=== multi_gate_occupancy_counter ===
Fig. 1: multi_gate_occupancy_counter, cells colored by class
Scale bar: 20 µm. Fill, decap, tap and diode cells in gray.
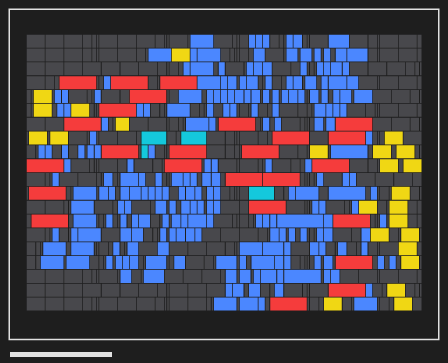
`config.mk`:
```
export PLATFORM = sky130hd
export DESIGN_NAME = multi_gate_occupancy_counter
export DESIGN_NICKNAME = d
export VERILOG_FILES = /design/src/rtl/occupancy_defs.sv /design/src/rtl/gate_fsm.sv /design/src/rtl/multi_gate_occupancy_counter.sv
export SDC_FILE = /design/constraint.sdc
export NUM_CORES = 1
export LEC_CHECK = 0
export ABC_AREA = 1
export CAP_MARGIN = 40
export CORE_ASPECT_RATIO = 0.75
export CORE_MARGIN = 3
export CORE_UTILIZATION = 40
export CTS_CLUSTER_SIZE = 25
export DETAILED_ROUTE_END_ITERATION = 12
export SLEW_MARGIN = 20
export SYNTH_ARGS = -nofsm -noshare
export SYNTH_HDL_FRONTEND = slang
export SYNTH_HIERARCHICAL = 1
export SYNTH_SLANG_ARGS = --single-unit
```
`constraint.sdc`:
```
create_clock -name clk -period 2.44 [get_ports clk]
set_input_delay 0.488 -clock clk [delete_from_list [all_inputs] [get_ports clk]]
set_output_delay 0.488 -clock clk [all_outputs]
set_load 0.005 [all_outputs]
```
`src/rtl/occupancy_defs.sv`:
```
// Shared encodings for the gate sequence FSMs: 3-bit state codes and
// sensor patterns, where a pattern is the synchronised pair {a,b}.
package occupancy_defs;

    localparam logic [2:0] ST_IDLE = 3'd0;
    localparam logic [2:0] ST_EN0  = 3'd1;
    localparam logic [2:0] ST_EN1  = 3'd2;
    localparam logic [2:0] ST_EN2  = 3'd3;
    localparam logic [2:0] ST_EX0  = 3'd4;
    localparam logic [2:0] ST_EX1  = 3'd5;
    localparam logic [2:0] ST_EX2  = 3'd6;
    localparam logic [2:0] ST_INV  = 3'd7;

    typedef enum logic [2:0] {
        IDLE = ST_IDLE,
        EN0  = ST_EN0,
        EN1  = ST_EN1,
        EN2  = ST_EN2,
        EX0  = ST_EX0,
        EX1  = ST_EX1,
        EX2  = ST_EX2,
        INV  = ST_INV
    } gate_state_t;

    localparam logic [1:0] PAT_00 = 2'b00;
    localparam logic [1:0] PAT_01 = 2'b01;
    localparam logic [1:0] PAT_10 = 2'b10;
    localparam logic [1:0] PAT_11 = 2'b11;

endpackage

```
`src/rtl/gate_fsm.sv`:
```
// One two-sensor gate: synchronises a/b, tracks the entry/exit sequence and
// emits registered one-cycle entry, exit and illegal-sequence pulses.
module gate_fsm
    import occupancy_defs::*;
#(
    parameter int SYNC_STAGES = 2
) (
    input  logic clk,
    input  logic reset,
    input  logic a,
    input  logic b,
    output logic entry_pulse,
    output logic exit_pulse,
    output logic seq_err
);

    logic [SYNC_STAGES-1:0] a_sync_reg;
    logic [SYNC_STAGES-1:0] b_sync_reg;
    logic [1:0]             pat;
    gate_state_t            state_reg, state_next;
    logic                   entry_reg, entry_next;
    logic                   exit_reg, exit_next;
    logic                   err_reg, err_next;

    always_ff @(posedge clk) begin
        if (!reset) begin
            a_sync_reg <= '0;
            b_sync_reg <= '0;
        end else begin
            for (int i = 1; i < SYNC_STAGES; i++) begin
                a_sync_reg[i] <= a_sync_reg[i-1];
                b_sync_reg[i] <= b_sync_reg[i-1];
            end
            a_sync_reg[0] <= a;
            b_sync_reg[0] <= b;
        end
    end

    assign pat = {a_sync_reg[SYNC_STAGES-1], b_sync_reg[SYNC_STAGES-1]};

    always_ff @(posedge clk) begin
        if (!reset) begin
            state_reg <= IDLE;
            entry_reg <= 1'b0;
            exit_reg  <= 1'b0;
            err_reg   <= 1'b0;
        end else begin
            state_reg <= state_next;
            entry_reg <= entry_next;
            exit_reg  <= exit_next;
            err_reg   <= err_next;
        end
    end

    // Each step holds on its own pattern, steps back on the previous one,
    // and aborts with an error on anything else.
    always_comb begin
        state_next = state_reg;
        entry_next = 1'b0;
        exit_next  = 1'b0;
        err_next   = 1'b0;
        case (state_reg)
            IDLE: case (pat)
                PAT_10:  state_next = EN0;
                PAT_01:  state_next = EX0;
                PAT_11:  begin state_next = INV; err_next = 1'b1; end
                default: state_next = IDLE;
            endcase
            EN0: case (pat)
                PAT_10:  state_next = EN0;
                PAT_11:  state_next = EN1;
                PAT_00:  state_next = IDLE;
                default: begin state_next = IDLE; err_next = 1'b1; end
            endcase
            EN1: case (pat)
                PAT_11:  state_next = EN1;
                PAT_10:  state_next = EN0;
                PAT_01:  state_next = EN2;
                default: begin state_next = IDLE; err_next = 1'b1; end
            endcase
            EN2: case (pat)
                PAT_01:  state_next = EN2;
                PAT_11:  state_next = EN1;
                PAT_00:  begin state_next = IDLE; entry_next = 1'b1; end
                default: begin state_next = IDLE; err_next = 1'b1; end
            endcase
            EX0: case (pat)
                PAT_01:  state_next = EX0;
                PAT_11:  state_next = EX1;
                PAT_00:  state_next = IDLE;
                default: begin state_next = IDLE; err_next = 1'b1; end
            endcase
            EX1: case (pat)
                PAT_11:  state_next = EX1;
                PAT_01:  state_next = EX0;
                PAT_10:  state_next = EX2;
                default: begin state_next = IDLE; err_next = 1'b1; end
            endcase
            EX2: case (pat)
                PAT_10:  state_next = EX2;
                PAT_11:  state_next = EX1;
                PAT_00:  begin state_next = IDLE; exit_next = 1'b1; end
                default: begin state_next = IDLE; err_next = 1'b1; end
            endcase
            INV: begin
                if (pat == PAT_00) state_next = IDLE;
            end
            default: state_next = IDLE;
        endcase
    end

    assign entry_pulse = entry_reg;
    assign exit_pulse  = exit_reg;
    assign seq_err     = err_reg;

endmodule

```
`src/rtl/multi_gate_occupancy_counter.sv`:
```
// Car-park occupancy counter fed by NUM_GATES independent gates; nets all
// gate events per cycle, clamps to [0, CAPACITY] and supports a preset load.
module multi_gate_occupancy_counter
    import occupancy_defs::*;
#(
    parameter int NUM_GATES   = 2,
    parameter int CAPACITY    = 15,
    parameter int CNT_W       = $clog2(CAPACITY + 1),
    parameter int SYNC_STAGES = 2
) (
    input  logic                 clk,
    input  logic                 reset,
    input  logic [NUM_GATES-1:0] a,
    input  logic [NUM_GATES-1:0] b,
    input  logic                 load,
    input  logic [CNT_W-1:0]     load_val,
    output logic [CNT_W-1:0]     occupancy,
    output logic                 full,
    output logic                 empty,
    output logic [NUM_GATES-1:0] entry_pulse,
    output logic [NUM_GATES-1:0] exit_pulse,
    output logic [NUM_GATES-1:0] seq_err,
    output logic                 cnt_err
);

    localparam logic [CNT_W-1:0]        CAP_VAL = CNT_W'(CAPACITY);
    localparam logic signed [CNT_W+3:0] CAP_S   = (CNT_W+4)'(CAPACITY);

    logic [CNT_W-1:0]        occupancy_reg, occupancy_next;
    logic                    cnt_err_reg, cnt_err_next;
    logic [3:0]              n_in, n_out;
    logic signed [CNT_W+3:0] occ_ext, in_ext, out_ext, sum;

    generate
        for (genvar gi = 0; gi < NUM_GATES; gi++) begin : g_gate
            gate_fsm #(
                .SYNC_STAGES(SYNC_STAGES)
            ) u_gate (
                .clk         (clk),
                .reset       (reset),
                .a           (a[gi]),
                .b           (b[gi]),
                .entry_pulse (entry_pulse[gi]),
                .exit_pulse  (exit_pulse[gi]),
                .seq_err     (seq_err[gi])
            );
        end
    endgenerate

    always_comb begin
        n_in  = '0;
        n_out = '0;
        for (int i = 0; i < NUM_GATES; i++) begin
            n_in  = n_in + 4'(entry_pulse[i]);
            n_out = n_out + 4'(exit_pulse[i]);
        end
    end

    // Four guard bits keep the net sum exact for up to 8 gates either way.
    always_comb begin
        occ_ext = {4'b0000, occupancy_reg};
        in_ext  = (CNT_W+4)'(n_in);
        out_ext = (CNT_W+4)'(n_out);
        sum     = occ_ext + in_ext - out_ext;

        occupancy_next = sum[CNT_W-1:0];
        cnt_err_next   = cnt_err_reg;
        if (load) begin
            occupancy_next = (load_val > CAP_VAL) ? CAP_VAL : load_val;
            cnt_err_next   = 1'b0;
        end else if (sum < 0) begin
            occupancy_next = '0;
            cnt_err_next   = 1'b1;
        end else if (sum > CAP_S) begin
            occupancy_next = CAP_VAL;
            cnt_err_next   = 1'b1;
        end
    end

    always_ff @(posedge clk) begin
        if (!reset) begin
            occupancy_reg <= '0;
            cnt_err_reg   <= 1'b0;
        end else begin
            occupancy_reg <= occupancy_next;
            cnt_err_reg   <= cnt_err_next;
        end
    end

    assign occupancy = occupancy_reg;
    assign cnt_err   = cnt_err_reg;
    assign full      = (occupancy_reg == CAP_VAL);
    assign empty     = (occupancy_reg == '0);

endmodule

```
==> changes_impl.md <==
### Physical design

* Status: finished, final reports clean
* Post-synth top area cell: dfxtp_1
* CTS resizes at 0
* Vias per cell at ~4.7
* Area growth, synth to finish at 16.19%
* Hold_sp: g_gate[0].u_gate/b_sync_reg[0]
* AO/OA Area Share at 0.02186
* Total power at 0.8877 mW
* Simple share at 0.3723
* Flop Count at 25
* Crit path launch type: flop
* Most frequent logic cell in the layout: nand2_1
* Postcts setup bufs at 0
* Cell count along the critical path at 11
* Yosys Chip Area at 1832 µm²
* Min-delay worst type: flop to flop
* Syn Area/Cell at between 7 and 8 µm²
* Xor+xnor area frac at 0.004781
* Htree depth at 1
* Comb_multi_in at roughly 170
* Top non-seq family: simple AND/OR/NAND/NOR gates
* Maximum vdd drop at 0.0002595 V
* Die area at around 5400 µm²
* Tap Count at about 55
* Core utilization at floorplan at 0.4331
* # diodes at 0
* Post-Syn Area at 1832 µm²
Notes on Fig. 1 above:
| color | class | cells |
|---|---|---|
| red | sequential cells | 25 |
| yellow | remaining buffers and delay cells | 24 |
| cyan | clock drivers and dummy loads | 4 |
| blue | combinational and other logic | 224 |

metal layers:
metal	global-route usage	vias to the layer above
met5	0	-
met4	0.01606	0
met3	0.03558	4
met2	0.2008	41
met1	0.2181	681
li1	-	849
cell usage after synthesis:
cell / n
nand2_1: 57
inv_1: 41
nor2_1: 28
dfxtp_1: 25
ha_1: 22
nand3_1: 19
nand4_1: 16
buf_6: 6
inv_2: 5
nor3_1: 5
a21oi_1: 4
inv_4: 4
fa_1: 3
nand2_2: 3
nand2_4: 3
nand3_2: 3
nor2_4: 3
nor3_2: 2
o21ai_0: 2
o21ai_1: 2
nor2_2: 1
xor2_1: 1
metrics by stage:
step,utilization,hold WS [ns],cell area [µm²],instances
6_report,0.5033,0.4205,2128,332
5_1_grt,0.5033,0.4386,2128,332
4_1_cts,0.5003,0.4218,2116,332
3_5_place_dp,0.4896,0.4019,2071,328
3_3_place_gp,0.4896,0.3951,2071,328
2_1_floorplan,-,0.3900,1832,255
worst max path at each step:
stage                         to  slack, ns
finish              occupancy[2]       0.19
global route        occupancy[2]       0.03
CTS                 occupancy[2]       0.13
detailed placement  occupancy[2]       0.14
global placement    occupancy[2]       0.18
floorplan           occupancy[2]       0.24

=== span_calc_ctrl_flat ===
**src/rtl/span_pkg.sv**
```systemverilog
// Shared types and defaults for the SPAN margin sequencer.
package span_pkg;

    localparam int DEFAULT_DW             = 16;
    localparam int DEFAULT_TIMEOUT_CYCLES = 1024;

    typedef enum logic [2:0] {
        ST_IDLE,
        ST_SR_START,
        ST_SR_WAIT,
        ST_IMS_START,
        ST_IMS_WAIT,
        ST_SUM,
        ST_DONE,
        ST_ERR
    } state_t;

    typedef enum logic [1:0] {
        ERR_NONE   = 2'b00,
        ERR_SR_TO  = 2'b01,
        ERR_IMS_TO = 2'b10
    } err_code_t;

    // IDLE, DONE and ERR are the resting states in which a new start is accepted.
    function automatic logic is_busy_state(input state_t s);
        return !(s inside {ST_IDLE, ST_DONE, ST_ERR});
    endfunction

endpackage

```
**src/rtl/span_calc_ctrl_if.sv**
```systemverilog
// Host command, engine handshake and result signals of the SPAN sequencer.
interface span_calc_ctrl_if
    import span_pkg::*;
#(
    parameter int DW = DEFAULT_DW
);

    logic            cmd_start;
    logic            cmd_abort;
    logic            sr_start;
    logic            sr_done;
    logic [DW-1:0]   sr_result;
    logic            ims_start;
    logic            ims_done;
    logic [DW-1:0]   ims_result;
    logic [DW-1:0]   margin;
    logic            margin_valid;
    logic            busy;
    logic            overflow;
    logic            err;
    err_code_t       err_code;
    logic            busy_reject;

    modport master (
        input  cmd_start, cmd_abort, sr_done, sr_result, ims_done, ims_result,
        output sr_start, ims_start, margin, margin_valid, busy, overflow,
               err, err_code, busy_reject
    );

    modport slave (
        output cmd_start, cmd_abort, sr_done, sr_result, ims_done, ims_result,
        input  sr_start, ims_start, margin, margin_valid, busy, overflow,
               err, err_code, busy_reject
    );

endinterface

```
**src/rtl/span_wait_timer.sv**
```systemverilog
// Wait-state watchdog counter shared by the scan-risk and spread engine waits.
module span_wait_timer #(
    parameter int TIMEOUT_CYCLES = 1024,
    parameter int CW             = $clog2(TIMEOUT_CYCLES)
) (
    input  logic clk,
    input  logic reset,
    input  logic clear,
    input  logic enable,
    output logic expired
);

    logic [CW-1:0] count;

    // Holds at the terminal count; the sequencer leaves the wait state on that edge.
    always_ff @(posedge clk) begin
        if (reset || clear) begin
            count <= '0;
        end else if (enable && !expired) begin
            count <= count + CW'(1);
        end
    end

    assign expired = (count == CW'(TIMEOUT_CYCLES - 1));

endmodule

```
**src/rtl/span_calc_ctrl.sv**
```systemverilog
// SPAN margin sequencer: scan-risk engine, then spread engine, then saturating sum.
module span_calc_ctrl
    import span_pkg::*;
#(
    parameter int DW             = DEFAULT_DW,
    parameter int TIMEOUT_CYCLES = DEFAULT_TIMEOUT_CYCLES,
    parameter int CW             = $clog2(TIMEOUT_CYCLES)
) (
    input  logic             clk,
    input  logic             reset,
    span_calc_ctrl_if.master bus
);

    state_t        state;
    err_code_t     err_code_q;
    logic [DW-1:0] sr_latched;
    logic [DW-1:0] ims_latched;
    logic [DW-1:0] margin_q;
    logic          margin_valid_q;
    logic          overflow_q;
    logic          err_q;
    logic          busy_reject_q;
    logic          busy;
    logic [DW:0]   full_sum;
    logic          timer_clear;
    logic          timer_enable;
    logic          timer_expired;

    assign busy     = is_busy_state(state);
    assign full_sum = {1'b0, sr_latched} + {1'b0, ims_latched};

    // The timer restarts in each START state so both waits get the full budget.
    assign timer_clear  = bus.cmd_abort || (state == ST_SR_START) || (state == ST_IMS_START);
    assign timer_enable = ((state == ST_SR_WAIT) && !bus.sr_done) ||
                          ((state == ST_IMS_WAIT) && !bus.ims_done);

    span_wait_timer #(
        .TIMEOUT_CYCLES (TIMEOUT_CYCLES),
        .CW             (CW)
    ) u_wait_timer (
        .clk     (clk),
        .reset   (reset),
        .clear   (timer_clear),
        .enable  (timer_enable),
        .expired (timer_expired)
    );

    // Abort outranks every state transition, including a same-cycle start.
    always_ff @(posedge clk) begin
        if (reset) begin
            state          <= ST_IDLE;
            sr_latched     <= '0;
            ims_latched    <= '0;
            margin_q       <= '0;
            margin_valid_q <= 1'b0;
            overflow_q     <= 1'b0;
            err_q          <= 1'b0;
            err_code_q     <= ERR_NONE;
            busy_reject_q  <= 1'b0;
        end else if (bus.cmd_abort) begin
            state          <= ST_IDLE;
            margin_valid_q <= 1'b0;
            err_q          <= 1'b0;
            err_code_q     <= ERR_NONE;
        end else begin
            if (bus.cmd_start && busy) begin
                busy_reject_q <= 1'b1;
            end
            case (state)
                ST_IDLE, ST_DONE, ST_ERR: begin
                    if (bus.cmd_start) begin
                        state          <= ST_SR_START;
                        margin_valid_q <= 1'b0;
                        overflow_q     <= 1'b0;
                        err_q          <= 1'b0;
                        err_code_q     <= ERR_NONE;
                        busy_reject_q  <= 1'b0;
                    end
                end
                ST_SR_START: begin
                    state <= ST_SR_WAIT;
                end
                ST_SR_WAIT: begin
                    if (bus.sr_done) begin
                        sr_latched <= bus.sr_result;
                        state      <= ST_IMS_START;
                    end else if (timer_expired) begin
                        state      <= ST_ERR;
                        err_q      <= 1'b1;
                        err_code_q <= ERR_SR_TO;
                    end
                end
                ST_IMS_START: begin
                    state <= ST_IMS_WAIT;
                end
                ST_IMS_WAIT: begin
                    if (bus.ims_done) begin
                        ims_latched <= bus.ims_result;
                        state       <= ST_SUM;
                    end else if (timer_expired) begin
                        state      <= ST_ERR;
                        err_q      <= 1'b1;
                        err_code_q <= ERR_IMS_TO;
                    end
                end
                ST_SUM: begin
                    margin_q       <= full_sum[DW] ? '1 : full_sum[DW-1:0];
                    overflow_q     <= full_sum[DW];
                    margin_valid_q <= 1'b1;
                    state          <= ST_DONE;
                end
            endcase
        end
    end

    assign bus.sr_start     = (state == ST_SR_START);
    assign bus.ims_start    = (state == ST_IMS_START);
    assign bus.margin       = margin_q;
    assign bus.margin_valid = margin_valid_q;
    assign bus.busy         = busy;
    assign bus.overflow     = overflow_q;
    assign bus.err          = err_q;
    assign bus.err_code     = err_code_q;
    assign bus.busy_reject  = busy_reject_q;

endmodule

```
**src/flat_wrapper.sv**
```systemverilog
// flat-port wrapper written by rule: the top's interface ports become plain ports
module span_calc_ctrl_flat import span_pkg::*;
#(
    parameter int DW             = DEFAULT_DW,
    parameter int TIMEOUT_CYCLES = DEFAULT_TIMEOUT_CYCLES,
    parameter int CW             = $clog2(TIMEOUT_CYCLES)
)
  (clk, reset, bus_cmd_start, bus_cmd_abort, bus_sr_done, bus_sr_result, bus_ims_done, bus_ims_result, bus_sr_start, bus_ims_start, bus_margin, bus_margin_valid, bus_busy, bus_overflow, bus_err, bus_err_code, bus_busy_reject);
  span_calc_ctrl_if #(.DW(DW)) bus_i ();
  input  logic clk;
  input  logic reset;
  input wire logic [$bits(bus_i.cmd_start)-1:0] bus_cmd_start;
  input wire logic [$bits(bus_i.cmd_abort)-1:0] bus_cmd_abort;
  input wire logic [$bits(bus_i.sr_done)-1:0] bus_sr_done;
  input wire logic [$bits(bus_i.sr_result)-1:0] bus_sr_result;
  input wire logic [$bits(bus_i.ims_done)-1:0] bus_ims_done;
  input wire logic [$bits(bus_i.ims_result)-1:0] bus_ims_result;
  output wire logic [$bits(bus_i.sr_start)-1:0] bus_sr_start;
  output wire logic [$bits(bus_i.ims_start)-1:0] bus_ims_start;
  output wire logic [$bits(bus_i.margin)-1:0] bus_margin;
  output wire logic [$bits(bus_i.margin_valid)-1:0] bus_margin_valid;
  output wire logic [$bits(bus_i.busy)-1:0] bus_busy;
  output wire logic [$bits(bus_i.overflow)-1:0] bus_overflow;
  output wire logic [$bits(bus_i.err)-1:0] bus_err;
  output wire logic [$bits(bus_i.err_code)-1:0] bus_err_code;
  output wire logic [$bits(bus_i.busy_reject)-1:0] bus_busy_reject;
  assign bus_i.cmd_start = bus_cmd_start;
  assign bus_i.cmd_abort = bus_cmd_abort;
  assign bus_i.sr_done = bus_sr_done;
  assign bus_i.sr_result = bus_sr_result;
  assign bus_i.ims_done = bus_ims_done;
  assign bus_i.ims_result = bus_ims_result;
  assign bus_sr_start = bus_i.sr_start;
  assign bus_ims_start = bus_i.ims_start;
  assign bus_margin = bus_i.margin;
  assign bus_margin_valid = bus_i.margin_valid;
  assign bus_busy = bus_i.busy;
  assign bus_overflow = bus_i.overflow;
  assign bus_err = bus_i.err;
  assign bus_err_code = bus_i.err_code;
  assign bus_busy_reject = bus_i.busy_reject;
  span_calc_ctrl #(.DW(DW), .TIMEOUT_CYCLES(TIMEOUT_CYCLES), .CW(CW)) u_core (.clk(clk), .reset(reset), .bus(bus_i));
endmodule
```
**config.mk**
```make
export PLATFORM = sky130hd
export DESIGN_NAME = span_calc_ctrl_flat
export DESIGN_NICKNAME = d
export VERILOG_FILES = /design/src/rtl/span_pkg.sv /design/src/rtl/span_calc_ctrl_if.sv /design/src/rtl/span_wait_timer.sv /design/src/rtl/span_calc_ctrl.sv /design/src/flat_wrapper.sv
export SDC_FILE = /design/constraint.sdc
export NUM_CORES = 1
export LEC_CHECK = 0
export CAP_MARGIN = 30
export CORE_UTILIZATION = 49
export DETAILED_ROUTE_END_ITERATION = 16
export PLACE_DENSITY = 0.74
export SETUP_SLACK_MARGIN = 0.5
export SLEW_MARGIN = 10
export SYNTH_ARGS = -nofsm -noshare
export SYNTH_HDL_FRONTEND = slang
export SYNTH_SLANG_ARGS = --single-unit
```
**constraint.sdc**
```tcl
create_clock -name clk -period 4.4 [get_ports clk]
set_input_delay 0.44 -clock clk [delete_from_list [all_inputs] [get_ports clk]]
set_output_delay 0.44 -clock clk [all_outputs]
set_load 0.005 [all_outputs]
```
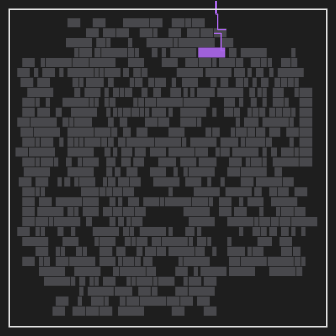
Fig. 2. Port wiring (span_calc_ctrl_flat).
| color | port | direction | edge | end cells | buffers | wire |
|---|---|---|---|---|---|---|
| purple | `bus_busy_reject` | output | top | 1 | 1 | 15.2 µm |

==> changes_impl.md <==
### Physical design

* Clock transition at path regs at about 0.07 ns
* Port bufs at about 62
* DR DRC count at 0
* Post-Syn Area at about 3500 µm²
* Postcts setup bufs at 0
* Top area contributor share at 0.3838
* Status: finished, final reports clean
* Post-synth EDFFs at 0
* Yosys Chip Area at approximately 3500 µm²
* Synth top cells by count: dfxtp_1, nor2_1, nand2_1
* PD cells at between 200 and 300 nW/µm²
* CTS resizes at 0
* Die area at 7474 µm²
* Vias in the first global route at around 2,800
* #FFs+latches synth at between 60 and 70
* First drt pass iteration count at 4
* Maximum vdd drop at ~0.00018 V
* Final instance area at roughly 4300 µm²
* Vias per cell at 5.259
* Min-delay worst type: flop to flop
==> path summary, 6_finish.rpt <==
kind,startpoint,end,slack (ns)
setup / recovery,u_core.ims_latched[0],u_core.bus.margin[14],1.52
setup reg to reg,u_core.ims_latched[0],u_core.bus.margin[14],1.52
hold reg to reg,u_core.bus.err,u_core.bus.err,0.44
hold / removal,u_core.bus.err,u_core.bus.err,0.44
==> critical path, stage by stage, from the launching register on <==
cell	delay, ns
dfxtp_1	0.32
ha_1	0.24
fa_1	0.41
a21oi_1	0.25
o221ai_1	0.18
and2_4	0.21
a31oi_4	0.21
o2111a_1	0.74
a311oi_1	0.18
==> power by group <==
group	total [mW]	internal, mW	switching [mW]
Combinational	0.0740	0.0432	0.0308
Clock	0.422	0.203	0.219
Sequential	0.612	0.608	0.00382
==> metal layers <==
metal	wire [µm]	global-route usage
met1	3418	0.2773
met2	3508	0.3434
met3	252	0.04857
met4	53	0.07727
met5	0	0
==> final cells by class <==
type | count | area (µm²)
flip-flops and latches | 67 | 1341
clock buffers | 13 | 138.9
well taps | 96 | 120.1
inverters | 13 | 48.80
clock inverters | 3 | 15.01
multi-input cells | 299 | 1946
repair buffers | 65 | 658.1
fillers | 642 | 2564

=== snake_seq_ctrl_flat ===
Fig. 3: snake_seq_ctrl_flat, metal 1
Supply wires on this layer in gray.
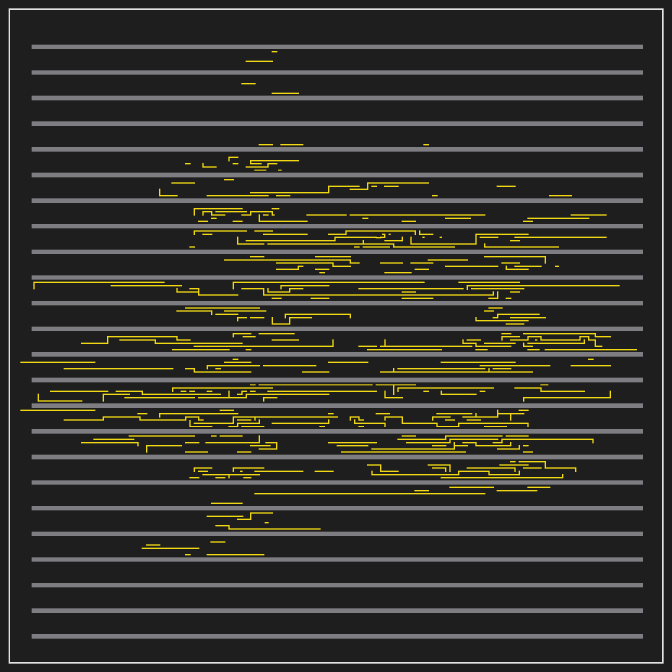
Fig. 4: snake_seq_ctrl_flat, port wiring
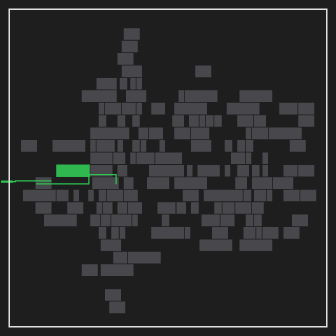
File: src/rtl/snake_pkg.sv
// Shared definitions for the 7-segment snake sequencer.
//   state_t          : FSM encoding, also presented on the state output
//   DEF_CNT_LENGTH   : default number of pattern positions per lap
//   DEF_TICK_DIV     : default clk cycles per snake step
//   DEF_MAX_RUNS     : default number of laps before the game stops
package snake_pkg;

  typedef enum logic [1:0] {
    S_IDLE  = 2'd0,
    S_RUN   = 2'd1,
    S_PAUSE = 2'd2,
    S_DONE  = 2'd3
  } state_t;

  localparam int DEF_CNT_LENGTH = 8;
  localparam int DEF_TICK_DIV   = 4;
  localparam int DEF_MAX_RUNS   = 9;

endpackage

File: src/rtl/snake_seq_ctrl_if.sv
// Control/status bundle between the button logic, the sequencer and the
// segment pattern decoder.
//   master : drives start/pause/dir_in, observes the sequencer status
//   slave  : the sequencer itself
// Signals:
//   start     one-cycle pulse, begin a new game
//   pause     one-cycle pulse, toggle RUN<->PAUSE
//   dir_in    direction for the next game (1=up, 0=down)
//   step_tick one-cycle pulse coincident with each ptn_cnt update
//   ptn_cnt   current snake position
//   updn      latched direction
//   run_cnt   current lap number
//   run_stop  high while the game is finished
//   state     IDLE=0, RUN=1, PAUSE=2, DONE=3
interface snake_seq_ctrl_if;

  logic       start;
  logic       pause;
  logic       dir_in;
  logic       step_tick;
  logic [4:0] ptn_cnt;
  logic       updn;
  logic [3:0] run_cnt;
  logic       run_stop;
  logic [1:0] state;

  modport master (
    output start, pause, dir_in,
    input  step_tick, ptn_cnt, updn, run_cnt, run_stop, state
  );

  modport slave (
    input  start, pause, dir_in,
    output step_tick, ptn_cnt, updn, run_cnt, run_stop, state
  );

endinterface

File: src/rtl/snake_tick_div.sv
// Step-rate divider for the snake sequencer.
//   clk  : system clock
//   rst  : synchronous active-high reset, clears the count
//   en   : count enable (sequencer in RUN); when low the count freezes
//   clr  : restart the count from zero (new game accepted)
//   tick : high on the cycle the count wraps, i.e. the cycle a step is taken
module snake_tick_div #(
  parameter int TICK_DIV = 4
) (
  input  logic clk,
  input  logic rst,
  input  logic en,
  input  logic clr,
  output logic tick
);

  localparam int W = (TICK_DIV > 1) ? $clog2(TICK_DIV) : 1;
  localparam logic [W-1:0] DIV_LAST = W'(TICK_DIV - 1);

  logic [W-1:0] div;

  // Combinational so the top can register step_tick on the same edge that
  // moves ptn_cnt.
  assign tick = en && (div == DIV_LAST);

  // NOTE: sequential state is written with non-blocking assignments so every
  // register samples pre-edge values regardless of process ordering.
  always_ff @(posedge clk) begin
    if (rst || clr) begin
      div <= '0;
    end else if (en) begin
      div <= tick ? '0 : div + W'(1);
    end
  end

endmodule

File: src/rtl/snake_seq_ctrl.sv
// Sequencer for the 7-segment snake: FSM, step position and lap counters.
//   clk : system clock, single domain
//   rst : synchronous active-high reset
//   bus : slave side of snake_seq_ctrl_if (start/pause/dir_in in; step_tick,
//         ptn_cnt, updn, run_cnt, run_stop, state out, all registered)
module snake_seq_ctrl
  import snake_pkg::*;
#(
  parameter int CNT_LENGTH = DEF_CNT_LENGTH,
  parameter int TICK_DIV   = DEF_TICK_DIV,
  parameter int MAX_RUNS   = DEF_MAX_RUNS
) (
  input  logic             clk,
  input  logic             rst,
  snake_seq_ctrl_if.slave  bus
);

  localparam logic [4:0] PTN_LAST = 5'(CNT_LENGTH - 1);
  localparam logic [3:0] RUN_LAST = 4'(MAX_RUNS);

  state_t     state_q, state_d;
  logic [4:0] ptn_q, ptn_d;
  logic [3:0] run_q, run_d;
  logic       updn_q, updn_d;
  logic       stop_q, stop_d;
  logic       tick_q, tick_d;

  logic start_ok;
  logic div_tick;

  // start is honoured only between games; mid-game presses are dropped.
  assign start_ok = bus.start && (state_q == S_IDLE || state_q == S_DONE);

  snake_tick_div #(.TICK_DIV(TICK_DIV)) u_div (
    .clk  (clk),
    .rst  (rst),
    .en   (state_q == S_RUN),
    .clr  (start_ok),
    .tick (div_tick)
  );

  // NOTE: every variable gets its hold value first so no path through the
  // case statement can leave one unassigned and infer a latch.
  always_comb begin
    state_d = state_q;
    ptn_d   = ptn_q;
    run_d   = run_q;
    updn_d  = updn_q;
    stop_d  = stop_q;
    tick_d  = 1'b0;

    unique case (state_q)
      S_IDLE, S_DONE: begin
        // start wins over a simultaneous pause, which is simply not looked at.
        if (start_ok) begin
          state_d = S_RUN;
          updn_d  = bus.dir_in;
          ptn_d   = bus.dir_in ? 5'd0 : PTN_LAST;
          run_d   = 4'd1;
          stop_d  = 1'b0;
        end
      end

      S_RUN: begin
        if (div_tick) begin
          tick_d = 1'b1;
          if (updn_q && ptn_q < PTN_LAST) begin
            ptn_d = ptn_q + 5'd1;
          end else if (!updn_q && ptn_q > 5'd0) begin
            ptn_d = ptn_q - 5'd1;
          end else if (run_q < RUN_LAST) begin
            ptn_d = updn_q ? 5'd0 : PTN_LAST;
            run_d = run_q + 4'd1;
          end else begin
            // Final lap end: position and lap count hold at their last values.
            state_d = S_DONE;
            stop_d  = 1'b1;
          end
        end
        // A coincident step has already been applied above; finishing the
        // game takes precedence over a pause landing on the same edge.
        if (bus.pause && state_d == S_RUN) begin
          state_d = S_PAUSE;
        end
      end

      S_PAUSE: begin
        if (bus.pause) begin
          state_d = S_RUN;
        end
      end

      default: state_d = S_IDLE;
    endcase
  end

  always_ff @(posedge clk) begin
    if (rst) begin
      state_q <= S_IDLE;
      ptn_q   <= 5'd0;
      run_q   <= 4'd0;
      updn_q  <= 1'b1;
      stop_q  <= 1'b0;
      tick_q  <= 1'b0;
    end else begin
      state_q <= state_d;
      ptn_q   <= ptn_d;
      run_q   <= run_d;
      updn_q  <= updn_d;
      stop_q  <= stop_d;
      tick_q  <= tick_d;
    end
  end

  assign bus.state     = state_q;
  assign bus.ptn_cnt   = ptn_q;
  assign bus.run_cnt   = run_q;
  assign bus.updn      = updn_q;
  assign bus.run_stop  = stop_q;
  assign bus.step_tick = tick_q;

endmodule

File: src/flat_wrapper.sv
// flat-port wrapper written by rule: the top's interface ports become plain ports
module snake_seq_ctrl_flat import snake_pkg::*;
#(
  parameter int CNT_LENGTH = DEF_CNT_LENGTH,
  parameter int TICK_DIV   = DEF_TICK_DIV,
  parameter int MAX_RUNS   = DEF_MAX_RUNS
)
  (clk, rst, bus_start, bus_pause, bus_dir_in, bus_step_tick, bus_ptn_cnt, bus_updn, bus_run_cnt, bus_run_stop, bus_state);
  snake_seq_ctrl_if bus_i ();
  input  logic clk;
  input  logic rst;
  input wire logic [$bits(bus_i.start)-1:0] bus_start;
  input wire logic [$bits(bus_i.pause)-1:0] bus_pause;
  input wire logic [$bits(bus_i.dir_in)-1:0] bus_dir_in;
  output wire logic [$bits(bus_i.step_tick)-1:0] bus_step_tick;
  output wire logic [$bits(bus_i.ptn_cnt)-1:0] bus_ptn_cnt;
  output wire logic [$bits(bus_i.updn)-1:0] bus_updn;
  output wire logic [$bits(bus_i.run_cnt)-1:0] bus_run_cnt;
  output wire logic [$bits(bus_i.run_stop)-1:0] bus_run_stop;
  output wire logic [$bits(bus_i.state)-1:0] bus_state;
  assign bus_i.start = bus_start;
  assign bus_i.pause = bus_pause;
  assign bus_i.dir_in = bus_dir_in;
  assign bus_step_tick = bus_i.step_tick;
  assign bus_ptn_cnt = bus_i.ptn_cnt;
  assign bus_updn = bus_i.updn;
  assign bus_run_cnt = bus_i.run_cnt;
  assign bus_run_stop = bus_i.run_stop;
  assign bus_state = bus_i.state;
  snake_seq_ctrl #(.CNT_LENGTH(CNT_LENGTH), .TICK_DIV(TICK_DIV), .MAX_RUNS(MAX_RUNS)) u_core (.clk(clk), .rst(rst), .bus(bus_i));
endmodule
File: config.mk
export PLATFORM = sky130hd
export DESIGN_NAME = snake_seq_ctrl_flat
export DESIGN_NICKNAME = d
export VERILOG_FILES = /design/src/rtl/snake_pkg.sv /design/src/rtl/snake_seq_ctrl_if.sv /design/src/rtl/snake_tick_div.sv /design/src/rtl/snake_seq_ctrl.sv /design/src/flat_wrapper.sv
export SDC_FILE = /design/constraint.sdc
export NUM_CORES = 1
export LEC_CHECK = 0
export CAP_MARGIN = 20
export CORE_MARGIN = 2
export CORE_UTILIZATION = 25
export DETAILED_ROUTE_END_ITERATION = 10
export GPL_TIMING_DRIVEN = 0
export SLEW_MARGIN = 20
export SYNTH_ARGS = -nofsm -noshare
export SYNTH_HDL_FRONTEND = slang
export SYNTH_SLANG_ARGS = --single-unit
File: constraint.sdc
create_clock -name clk -period 2 [get_ports clk]
set_input_delay 0.3 -clock clk [delete_from_list [all_inputs] [get_ports clk]]
set_output_delay 0.3 -clock clk [all_outputs]
set_load 0.05 [all_outputs]
==> changes_impl.md <==
### Physical design

* Status: finished, final reports clean
* Max FO, Critical Path at 8
* Clock buf count at 4
* Hold_sp: u_core.bus.run_cnt[2]
* Register area at approximately 330 µm²
* Port bufs at 18
* Top area contributor share at 0.3015
* Gpl congestion at 0.7969
* Min Clock Period, post-route at 1.919 ns
* Area growth, synth to finish at 31.10%
* Top routing layer in use: met4
* Worst-Margin Slew at ~0.53 ns
* First drt pass iteration count at 4
* Worst path required time at between 1.5 and 2 ns
* Endpoint class of the critical path: primary output
* Yosys warns at 0
* Lkg Pwr at 0.5470 nW
* Critical path arrival at roughly 1.6 ns
* Flop share of the area at 0.2336
* Die area at between 4000 and 5000 µm²
* Met3 Wirelength at 103 µm
* Worst Skew at 0.002782 ns
* CTS Hold Buffers Added at 0
* Routed WL per cell at ~13 µm
* Longest Clk Path Bufs at 2
* Tap Count at ~50
* Die outline width at slightly below 70 µm
* Flop Count at 16
* Share of cells above drive strength 1 at 0.1857
* Most frequent logic cell in the layout: clkdlybuf4s50_1
About Fig. 3:
nets with wire on the layer: 133
wire length on this layer: 1,240 µm
longest straight run: 24.4 µm
DR vias: 944
routing usage on met1: 0.1467
WL final: 2460 µm

About Fig. 4:
| color | port | direction | edge | end cells | buffers | wire |
|---|---|---|---|---|---|---|
| green | `bus_run_stop` | output | left | 1 | 1 | 30.2 µm |

[power by group through the flow]
| stage | clock (mW) | sequential (mW) | combinational (mW) |
|---|---|---|---|
| floorplan | 0 | 0.432 | 0.235 |
| global placement | 0 | 0.371 | 0.387 |
| detailed placement | 0 | 0.373 | 0.388 |
| CTS | 0.302 | 0.366 | 0.395 |
| global route | 0.315 | 0.371 | 0.435 |
| finish | 0.290 | 0.365 | 0.402 |
[worst reg2reg max path, stage by stage (launching register included)]
cell and delay (ns):
dfxtp_4 0.37, inv_1 0.04, ha_1 0.36, and3b_1 0.20, buf_1 0.19, o31ai_4 0.44
mux2i_1 0.24
[kinds of logic (layout without fill, tap and decap cells)]
group / after synthesis / in the layout / share of synthesized area
AND/OR/NAND/NOR: 45 / 45 / 0.2638
AND-OR/OR-AND: 27 / 27 / 0.2085
flip-flops: 16 / 16 / 0.3015
buffers and inverters: 14 / 36 / 0.06007
adder cells (fa/ha/maj): 7 / 7 / 0.08245
multiplexers: 7 / 7 / 0.06714
XOR/XNOR: 2 / 2 / 0.01649
[timing repair]
action / CTS / global route
setup endpoints to repair: 2 / 6
pin swaps: 1 / 1
resized: 2 / 6

=== ifid_fetch_ctrl ===
$ cat src/rtl/ifid_fetch_ctrl.sv
// ifid_fetch_ctrl: fetch-stage sequencing for the 5-stage pipeline.
// Produces PC write enable, IF/ID capture/flush and the ID/EX bubble from
// I-cache status, load-use hazards and taken branches. It also runs the
// refill request/ack handshake with a timeout into a sticky error state.
module ifid_fetch_ctrl #(
  parameter int REG_W          = 5,
  parameter int REFILL_TIMEOUT = 64,
  parameter int CNT_W          = 16
) (
  input  logic             clk,
  input  logic             rstn,
  input  logic             icache_hit,
  input  logic             refill_ack,
  output logic             refill_req,
  input  logic             branch_taken,
  input  logic             idex_memread,
  input  logic [REG_W-1:0] idex_rt,
  input  logic [REG_W-1:0] ifid_rs,
  input  logic [REG_W-1:0] ifid_rt,
  output logic             pc_write,
  output logic             ifid_write,
  output logic             ifid_flush,
  output logic             idex_bubble,
  output logic             refill_error,
  output logic [CNT_W-1:0] stall_count
);

  localparam int TMR_W = $clog2(REFILL_TIMEOUT + 1);

  typedef enum logic [1:0] {
    RUN   = 2'd0,
    MISS  = 2'd1,
    ERROR = 2'd2
  } state_t;

  state_t             state_q;
  logic [TMR_W-1:0]   tmr_q;
  logic [CNT_W-1:0]   cnt_q;
  logic               err_q;
  logic               lu;

  // Load-use hazard against the load in EX; $0 never creates a dependency.
  always_comb begin
    lu = idex_memread && (idex_rt != '0) &&
         ((idex_rt == ifid_rs) || (idex_rt == ifid_rt));
  end

  // Mealy pipeline controls, all held at 0 while reset is asserted.
  always_comb begin
    pc_write    = 1'b0;
    ifid_write  = 1'b0;
    ifid_flush  = 1'b0;
    idex_bubble = 1'b0;
    if (rstn) begin
      unique case (state_q)
        RUN: begin
          if (branch_taken) begin
            pc_write   = 1'b1;
            ifid_flush = 1'b1;
          end else if (lu) begin
            idex_bubble = 1'b1;
          end else if (!icache_hit) begin
            ifid_flush = 1'b1;
          end else begin
            pc_write   = 1'b1;
            ifid_write = 1'b1;
          end
        end
        MISS:    ifid_flush = 1'b1;
        ERROR:   ifid_flush = 1'b1;
        default: ifid_flush = 1'b0;
      endcase
    end
  end

  // State-derived outputs; the async reset moves state to RUN immediately.
  always_comb begin
    refill_req   = (state_q == MISS);
    refill_error = err_q;
    stall_count  = cnt_q;
  end

  // State, refill timer, sticky error flag and saturating stall counter.
  always_ff @(posedge clk or negedge rstn) begin
    if (!rstn) begin
      state_q <= RUN;
      tmr_q   <= '0;
      cnt_q   <= '0;
      err_q   <= 1'b0;
    end else begin
      if ((state_q != ERROR) && !pc_write && (cnt_q != '1)) begin
        cnt_q <= cnt_q + CNT_W'(1);
      end
      unique case (state_q)
        RUN: begin
          tmr_q <= '0;
          if (!branch_taken && !lu && !icache_hit) begin
            state_q <= MISS;
            tmr_q   <= TMR_W'(1);
          end
        end
        MISS: begin
          if (refill_ack) begin
            state_q <= RUN;
            tmr_q   <= '0;
          end else if (tmr_q == TMR_W'(REFILL_TIMEOUT)) begin
            state_q <= ERROR;
            err_q   <= 1'b1;
          end else begin
            tmr_q <= tmr_q + TMR_W'(1);
          end
        end
        ERROR:   state_q <= ERROR;
        default: state_q <= RUN;
      endcase
    end
  end

endmodule

$ cat config.mk
export PLATFORM = sky130hd
export DESIGN_NAME = ifid_fetch_ctrl
export DESIGN_NICKNAME = d
export VERILOG_FILES = /design/src/rtl/ifid_fetch_ctrl.sv
export SDC_FILE = /design/constraint.sdc
export NUM_CORES = 1
export LEC_CHECK = 0
export ABC_AREA = 1
export CAP_MARGIN = 25
export CORE_MARGIN = 2
export CORE_UTILIZATION = 55
export CTS_CLUSTER_SIZE = 40
export DETAILED_ROUTE_END_ITERATION = 6
export PLACE_DENSITY_LB_ADDON = 0.12
export SYNTH_ARGS = -nofsm -noshare
export SYNTH_HDL_FRONTEND = slang
export SYNTH_SLANG_ARGS = --single-unit
$ cat constraint.sdc
create_clock -name clk -period 4.6 [get_ports clk]
set_clock_uncertainty 0.1 [all_clocks]
set_input_delay 0.46 -clock clk [delete_from_list [all_inputs] [get_ports clk]]
set_output_delay 0.46 -clock clk [all_outputs]
set_load 0.03 [all_outputs]
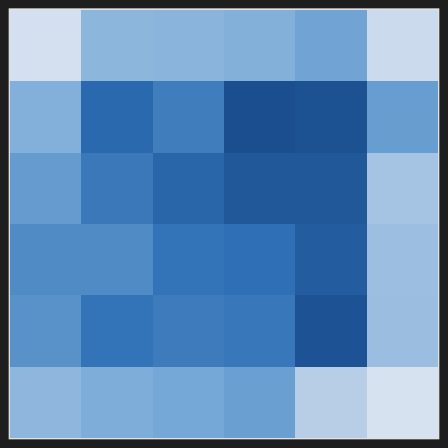
Fig. 5. Local utilization (ifid_fetch_ctrl).
The die is cut into 6 by 6 equal tiles; white is low, dark blue is high, 0 to 100% covered.
fullest tile: 88%
tiles over 75% full: 22%
densest ninth of the die: middle
Util after Layout: 0.7161
core utilization at floorplan: 0.5789

==> changes_impl.md <==
### Physical design

* Status: finished, final reports clean
* Min Clock Period, post-route at 3.023 ns
* Met3 Usage GRT at 0.02857
* Cell Type Count at 31
* Post-Syn Area at just under 2000 µm²
* Crit share post-route at 0.6572
* Synth top cells by count: nand2_1, inv_1, dfrtp_1, nor2_1, nand4_1
* Vias in the first global route at around 1,700
* Seq share, synth at 0.3342
* Clock sink total at 26
* Grt met2 use at 0.3697
* Mapped Cells at 281
* Mux cell area share after synthesis at 0
* AO/OA Area Share at 0.04049
* Buffers and inverters on the worst path at 4
* Worst-Margin Slew at 0.7453 ns
* Initial antenna violation count at 0
* CTS root buf: clkbuf_4
* Post-synth EDFFs at 0
* Clock power share at 0.263
* Most Used Layer, Global Route: met2
* CP max stage cell: clkdlybuf4s50_1
* Fillers at between 300 and 400
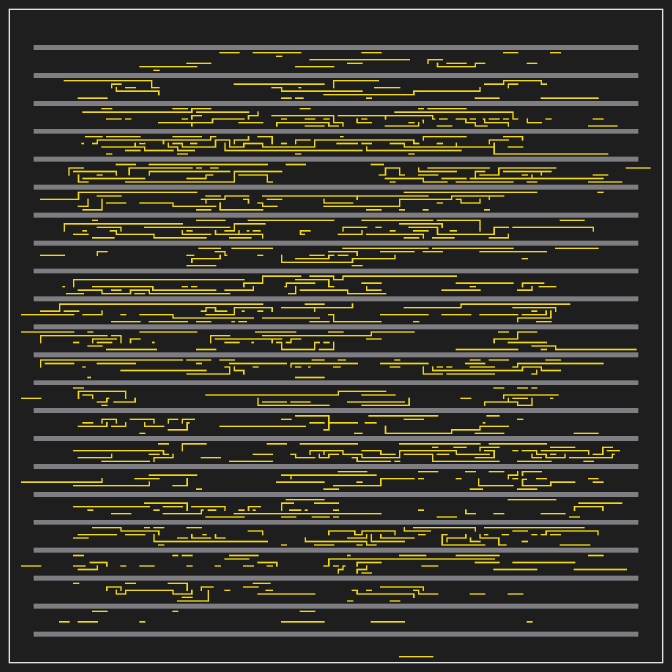
Fig. 6. Metal 1 (ifid_fetch_ctrl).
Supply wires on this layer in gray.
main direction: horizontal
longest straight run: 19.8 µm
wire length on this layer: 1,920 µm

-- area by class of cell --
cell class,instances,area (µm²),area share
flip-flops and latches,26,650.6,0.2701
repair buffers,43,427.9,0.1777
multi-input cells,197,1051,0.4364
inverters,53,198.9,0.08260
clock buffers,3,22.52,0.009351
well taps,46,57.56,0.02390
-- worst paths after layout --
check                             start        endpoint  slack [ns]  depth (start not counted)
max                          idex_rt[4]        pc_write        1.58                         13
min                                rstn  stall_count[9]        0.35                          1
max reg2reg                  state_q[1]        tmr_q[4]        2.42                         11
min reg2reg                refill_error    refill_error        0.39                          2
max in group asynchronous          rstn        tmr_q[2]        3.41                          2
min in group clk           refill_error    refill_error        0.39                          2
-- power groups by stage --
stage,logic (mW),clock network (mW),registers [mW]
floorplan,0.0184,0,0.234
global placement,0.0463,0,0.234
detailed placement,0.0470,0,0.234
CTS,0.0471,0.100,0.229
global route,0.0524,0.112,0.230
finish,0.0461,0.0985,0.229
-- registers in the layout, indices dropped and copies added (netlist names) --
register	cells
stall_count	16
refill_error	1
state_q	2
tmr_q	7
-- routing by layer --
layer  vias up  wire length [µm]
met5         -                 0
li1        972                 -
met1       871              1920
met2        51              1863
met4         0                40
met3         5               190

=== md_unit ===
File: src/rtl/md_unit.sv
// md_unit: multiply/divide unit that owns the HI/LO register pair.
// Multiply-class ops take MUL_LAT cycles. Divides use a radix-2 restoring divider that takes WIDTH cycles.
module md_unit #(
  parameter int WIDTH   = 32,
  parameter int MUL_LAT = 5
) (
  input  logic             clk,
  input  logic             reset,
  input  logic             start,
  input  logic             cancel,
  input  logic [3:0]       MUL_OP,
  input  logic [WIDTH-1:0] A,
  input  logic [WIDTH-1:0] B,
  output logic             busy,
  output logic             done,
  output logic [WIDTH-1:0] out,
  output logic [WIDTH-1:0] hi,
  output logic [WIDTH-1:0] lo
);

  localparam int MAX_LAT = (WIDTH > MUL_LAT) ? WIDTH : MUL_LAT;
  localparam int CNT_W   = $clog2(MAX_LAT + 1);
  localparam logic [CNT_W-1:0] MUL_LAST = CNT_W'(MUL_LAT - 1);
  localparam logic [CNT_W-1:0] DIV_LAST = CNT_W'(WIDTH - 1);

  localparam logic [3:0] OP_MULT  = 4'd0;
  localparam logic [3:0] OP_MULTU = 4'd1;
  localparam logic [3:0] OP_DIV   = 4'd2;
  localparam logic [3:0] OP_DIVU  = 4'd3;
  localparam logic [3:0] OP_MADD  = 4'd4;
  localparam logic [3:0] OP_MADDU = 4'd5;
  localparam logic [3:0] OP_MSUB  = 4'd6;
  localparam logic [3:0] OP_MSUBU = 4'd7;
  localparam logic [3:0] OP_MTHI  = 4'd8;
  localparam logic [3:0] OP_MTLO  = 4'd9;
  localparam logic [3:0] OP_MFHI  = 4'd10;

  typedef enum logic [1:0] {S_IDLE, S_MUL, S_DIV} state_t;

  state_t           state_q, state_d;
  logic [CNT_W-1:0] cnt_q, cnt_d;
  logic [3:0]       op_q, op_d;
  logic [WIDTH-1:0] a_q, a_d, b_q, b_d;
  logic [WIDTH-1:0] hi_q, hi_d, lo_q, lo_d;
  logic [WIDTH-1:0] rem_q, rem_d, quo_q, quo_d, dvsr_q, dvsr_d;
  logic             done_q, done_d;

  logic               accept, mul_signed, div_signed, ge;
  logic [WIDTH-1:0]   a_mag, b_mag;
  logic [2*WIDTH-1:0] a_ext, b_ext, prod, acc, mul_res;
  logic [WIDTH-1:0]   shifted, diff, rem_step, quo_step, quo_fix, rem_fix;

  assign accept = start & ~cancel & (state_q == S_IDLE);

  // Signed div works on magnitudes; the most-negative value maps onto itself, which is still correct unsigned.
  assign a_mag = ((MUL_OP == OP_DIV) && A[WIDTH-1]) ? -A : A;
  assign b_mag = ((MUL_OP == OP_DIV) && B[WIDTH-1]) ? -B : B;

  assign mul_signed = (op_q == OP_MULT) || (op_q == OP_MADD) || (op_q == OP_MSUB);
  assign a_ext = mul_signed ? {{WIDTH{a_q[WIDTH-1]}}, a_q} : {{WIDTH{1'b0}}, a_q};
  assign b_ext = mul_signed ? {{WIDTH{b_q[WIDTH-1]}}, b_q} : {{WIDTH{1'b0}}, b_q};
  assign prod  = a_ext * b_ext;
  assign acc   = {hi_q, lo_q};

  always_comb begin
    mul_res = prod;
    case (op_q)
      OP_MADD, OP_MADDU: mul_res = acc + prod;
      OP_MSUB, OP_MSUBU: mul_res = acc - prod;
      default:           mul_res = prod;
    endcase
  end

  // rem_q[WIDTH-1] set means the shifted partial remainder exceeds WIDTH bits, so it is always >= divisor.
  assign shifted  = {rem_q[WIDTH-2:0], quo_q[WIDTH-1]};
  assign ge       = rem_q[WIDTH-1] | (shifted >= dvsr_q);
  assign diff     = shifted - dvsr_q;
  assign rem_step = ge ? diff : shifted;
  assign quo_step = {quo_q[WIDTH-2:0], ge};

  assign div_signed = (op_q == OP_DIV);
  assign quo_fix = (div_signed && (a_q[WIDTH-1] ^ b_q[WIDTH-1])) ? -quo_step : quo_step;
  assign rem_fix = (div_signed && a_q[WIDTH-1]) ? -rem_step : rem_step;

  always_comb begin
    state_d = state_q;
    cnt_d   = cnt_q;
    op_d    = op_q;
    a_d     = a_q;
    b_d     = b_q;
    hi_d    = hi_q;
    lo_d    = lo_q;
    rem_d   = rem_q;
    quo_d   = quo_q;
    dvsr_d  = dvsr_q;
    done_d  = 1'b0;

    case (state_q)
      S_IDLE: begin
        if (accept) begin
          case (MUL_OP)
            OP_MULT, OP_MULTU, OP_MADD, OP_MADDU, OP_MSUB, OP_MSUBU: begin
              state_d = S_MUL;
              op_d    = MUL_OP;
              a_d     = A;
              b_d     = B;
              cnt_d   = '0;
            end
            OP_DIV, OP_DIVU: begin
              state_d = S_DIV;
              op_d    = MUL_OP;
              a_d     = A;
              b_d     = B;
              cnt_d   = '0;
              rem_d   = '0;
              quo_d   = a_mag;
              dvsr_d  = b_mag;
            end
            OP_MTHI: hi_d = A;
            OP_MTLO: lo_d = A;
            default: ;
          endcase
        end
      end

      S_MUL: begin
        if (cancel) begin
          state_d = S_IDLE;
        end else if (cnt_q == MUL_LAST) begin
          state_d = S_IDLE;
          hi_d    = mul_res[2*WIDTH-1:WIDTH];
          lo_d    = mul_res[WIDTH-1:0];
          done_d  = 1'b1;
        end else begin
          cnt_d = cnt_q + CNT_W'(1);
        end
      end

      S_DIV: begin
        if (cancel) begin
          state_d = S_IDLE;
        end else begin
          rem_d = rem_step;
          quo_d = quo_step;
          if (cnt_q == DIV_LAST) begin
            state_d = S_IDLE;
            done_d  = 1'b1;
            if (b_q == '0) begin
              lo_d = '1;
              hi_d = a_q;
            end else begin
              lo_d = quo_fix;
              hi_d = rem_fix;
            end
          end else begin
            cnt_d = cnt_q + CNT_W'(1);
          end
        end
      end

      default: state_d = S_IDLE;
    endcase
  end

  always_ff @(posedge clk or negedge reset) begin
    if (!reset) begin
      state_q <= S_IDLE;
      cnt_q   <= '0;
      op_q    <= '0;
      a_q     <= '0;
      b_q     <= '0;
      hi_q    <= '0;
      lo_q    <= '0;
      rem_q   <= '0;
      quo_q   <= '0;
      dvsr_q  <= '0;
      done_q  <= 1'b0;
    end else begin
      state_q <= state_d;
      cnt_q   <= cnt_d;
      op_q    <= op_d;
      a_q     <= a_d;
      b_q     <= b_d;
      hi_q    <= hi_d;
      lo_q    <= lo_d;
      rem_q   <= rem_d;
      quo_q   <= quo_d;
      dvsr_q  <= dvsr_d;
      done_q  <= done_d;
    end
  end

  assign busy = (state_q != S_IDLE);
  assign done = done_q;
  assign hi   = hi_q;
  assign lo   = lo_q;
  assign out  = (MUL_OP == OP_MFHI) ? hi_q : lo_q;

endmodule

File: config.mk
export PLATFORM = sky130hd
export DESIGN_NAME = md_unit
export DESIGN_NICKNAME = d
export VERILOG_FILES = /design/src/rtl/md_unit.sv
export SDC_FILE = /design/constraint.sdc
export NUM_CORES = 2
export LEC_CHECK = 0
export CORE_ASPECT_RATIO = 1.5
export CORE_UTILIZATION = 45
export DETAILED_ROUTE_END_ITERATION = 8
export PLACE_DENSITY = 0.66
export SETUP_SLACK_MARGIN = 0.15
export SLEW_MARGIN = 20
export SYNTH_ARGS = -nofsm -noshare
export SYNTH_HDL_FRONTEND = slang
export SYNTH_SLANG_ARGS = --single-unit
File: constraint.sdc
create_clock -name clk -period 11.8 [get_ports clk]
set_input_delay 3.54 -clock clk [delete_from_list [all_inputs] [get_ports clk]]
set_output_delay 3.54 -clock clk [all_outputs]
set_load 0.02 [all_outputs]
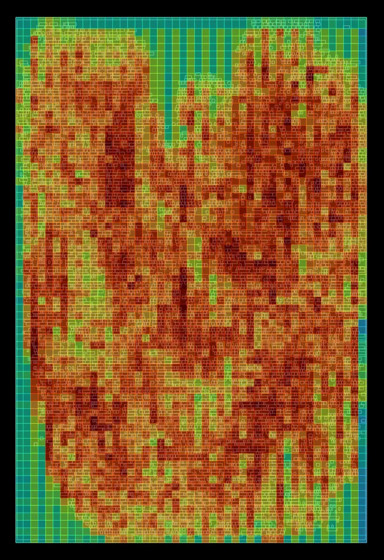
Fig. 7. Routing congestion (md_unit).
grt met2 use: 0.6477
met3 Usage GRT: 0.04222

==> changes_impl.md <==
### Physical design

* Worst Skew at between 0.02 and 0.03 ns
* Post-Syn Area at just over 70,000 µm²
* Vias in the first global route at just under 70,000
* Worst R2R Path Depth at approximately 50
* Mux cell area share after synthesis at 0.01905
* DR DRC count at 0
* Area post-placement at 81,580 µm²
* Total GRT Usage at 0.3546
* # rows at approximately 180
* Crit path largest cell delay at 0.61 ns
* Longest Clk Path Bufs at 3
* Synth top cells by count: inv_1, fa_1, nand2_1
* Htree depth at 1
* Crit share post-route at 0.9869
* Most frequent logic cell in the layout: inv_1
* Worst path required time at approximately 12 ns
* Yosys Chip Area at 70,420 µm²
* Syn Area/Cell at 8.702 µm²
* Final Max Slew Viols at 0
* CTS tree: done
* Tool warnings at 35
* Status: finished, final reports clean
* Most Used Layer, Global Route: met2
* Core area at 155,200 µm²
[layout make-up]
class	instances	area, µm²	area share
clock inverter	9	110.1	0.001303
inverter	1672	6287	0.07441
multi-input combinational	5731	57910	0.6854
sequential	237	5936	0.07025
antenna	5	12.51	0.0001481
clock buffer	38	747.0	0.008840
tap	2058	2575	0.03047
timing repair buffer	1252	10910	0.1292
[sequential cells by signal (all words and copies together), names as in the netlist, 4 cells and up]
signal / cells
a_q: 32
b_q: 32
dvsr_q: 32
hi: 32
lo: 32
quo_q: 32
rem_q: 32
cnt_q: 6
op_q: 4
[metal layers]
layer | wire, µm | share of wire
met1 | 92690 | 0.33
met2 | 142100 | 0.51
met3 | 14980 | 0.054
met4 | 27410 | 0.099
met5 | 38 | 0.00014
[critical path: cells and delay by family (launching register included)]
family | cells | cell delay [ns]
and+or+nand+nor | 13 | 1.75
buffers and inverters | 11 | 1.11
xor gates and xnor gates | 2 | 0.35
AOI/OAI and AO/OA | 12 | 2.36
DFF | 1 | 0.39
adders and majority gates | 12 | 5.60


## Gallery

Routing congestion.
picture 1
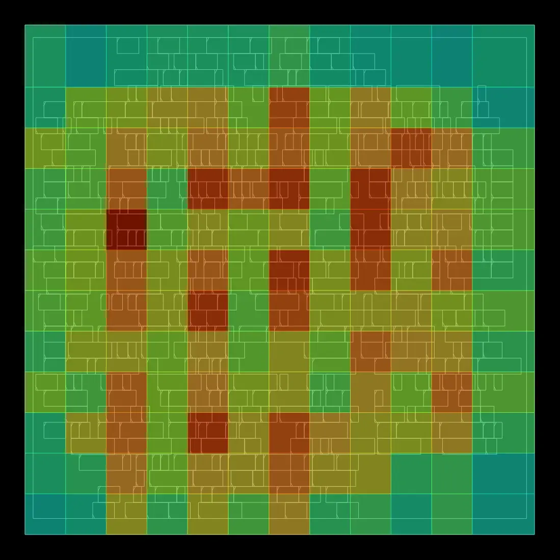
picture 2
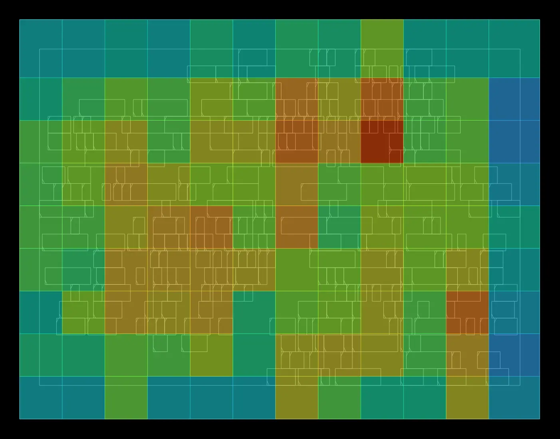
picture 3
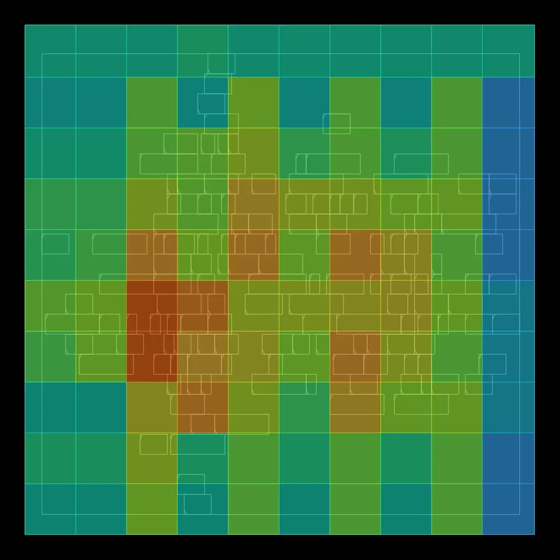
picture 4
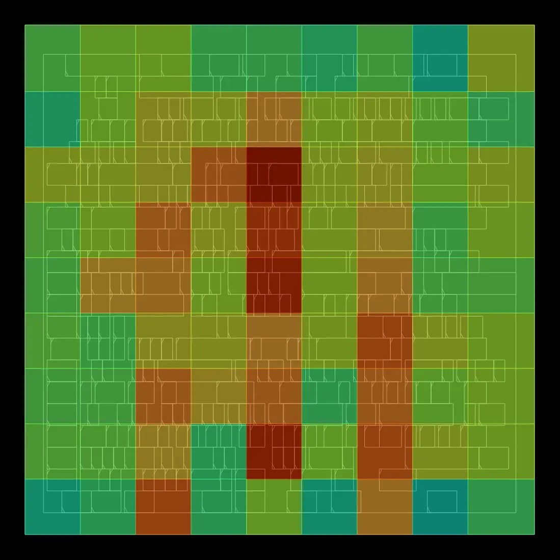
- lowest utilization: picture 3
picture 2 -> multi_gate_occupancy_counter
picture 4 -> ifid_fetch_ctrl
picture 1 -> span_calc_ctrl_flat
picture 3 -> snake_seq_ctrl_flat

Power and IR drop assume default switching activity.
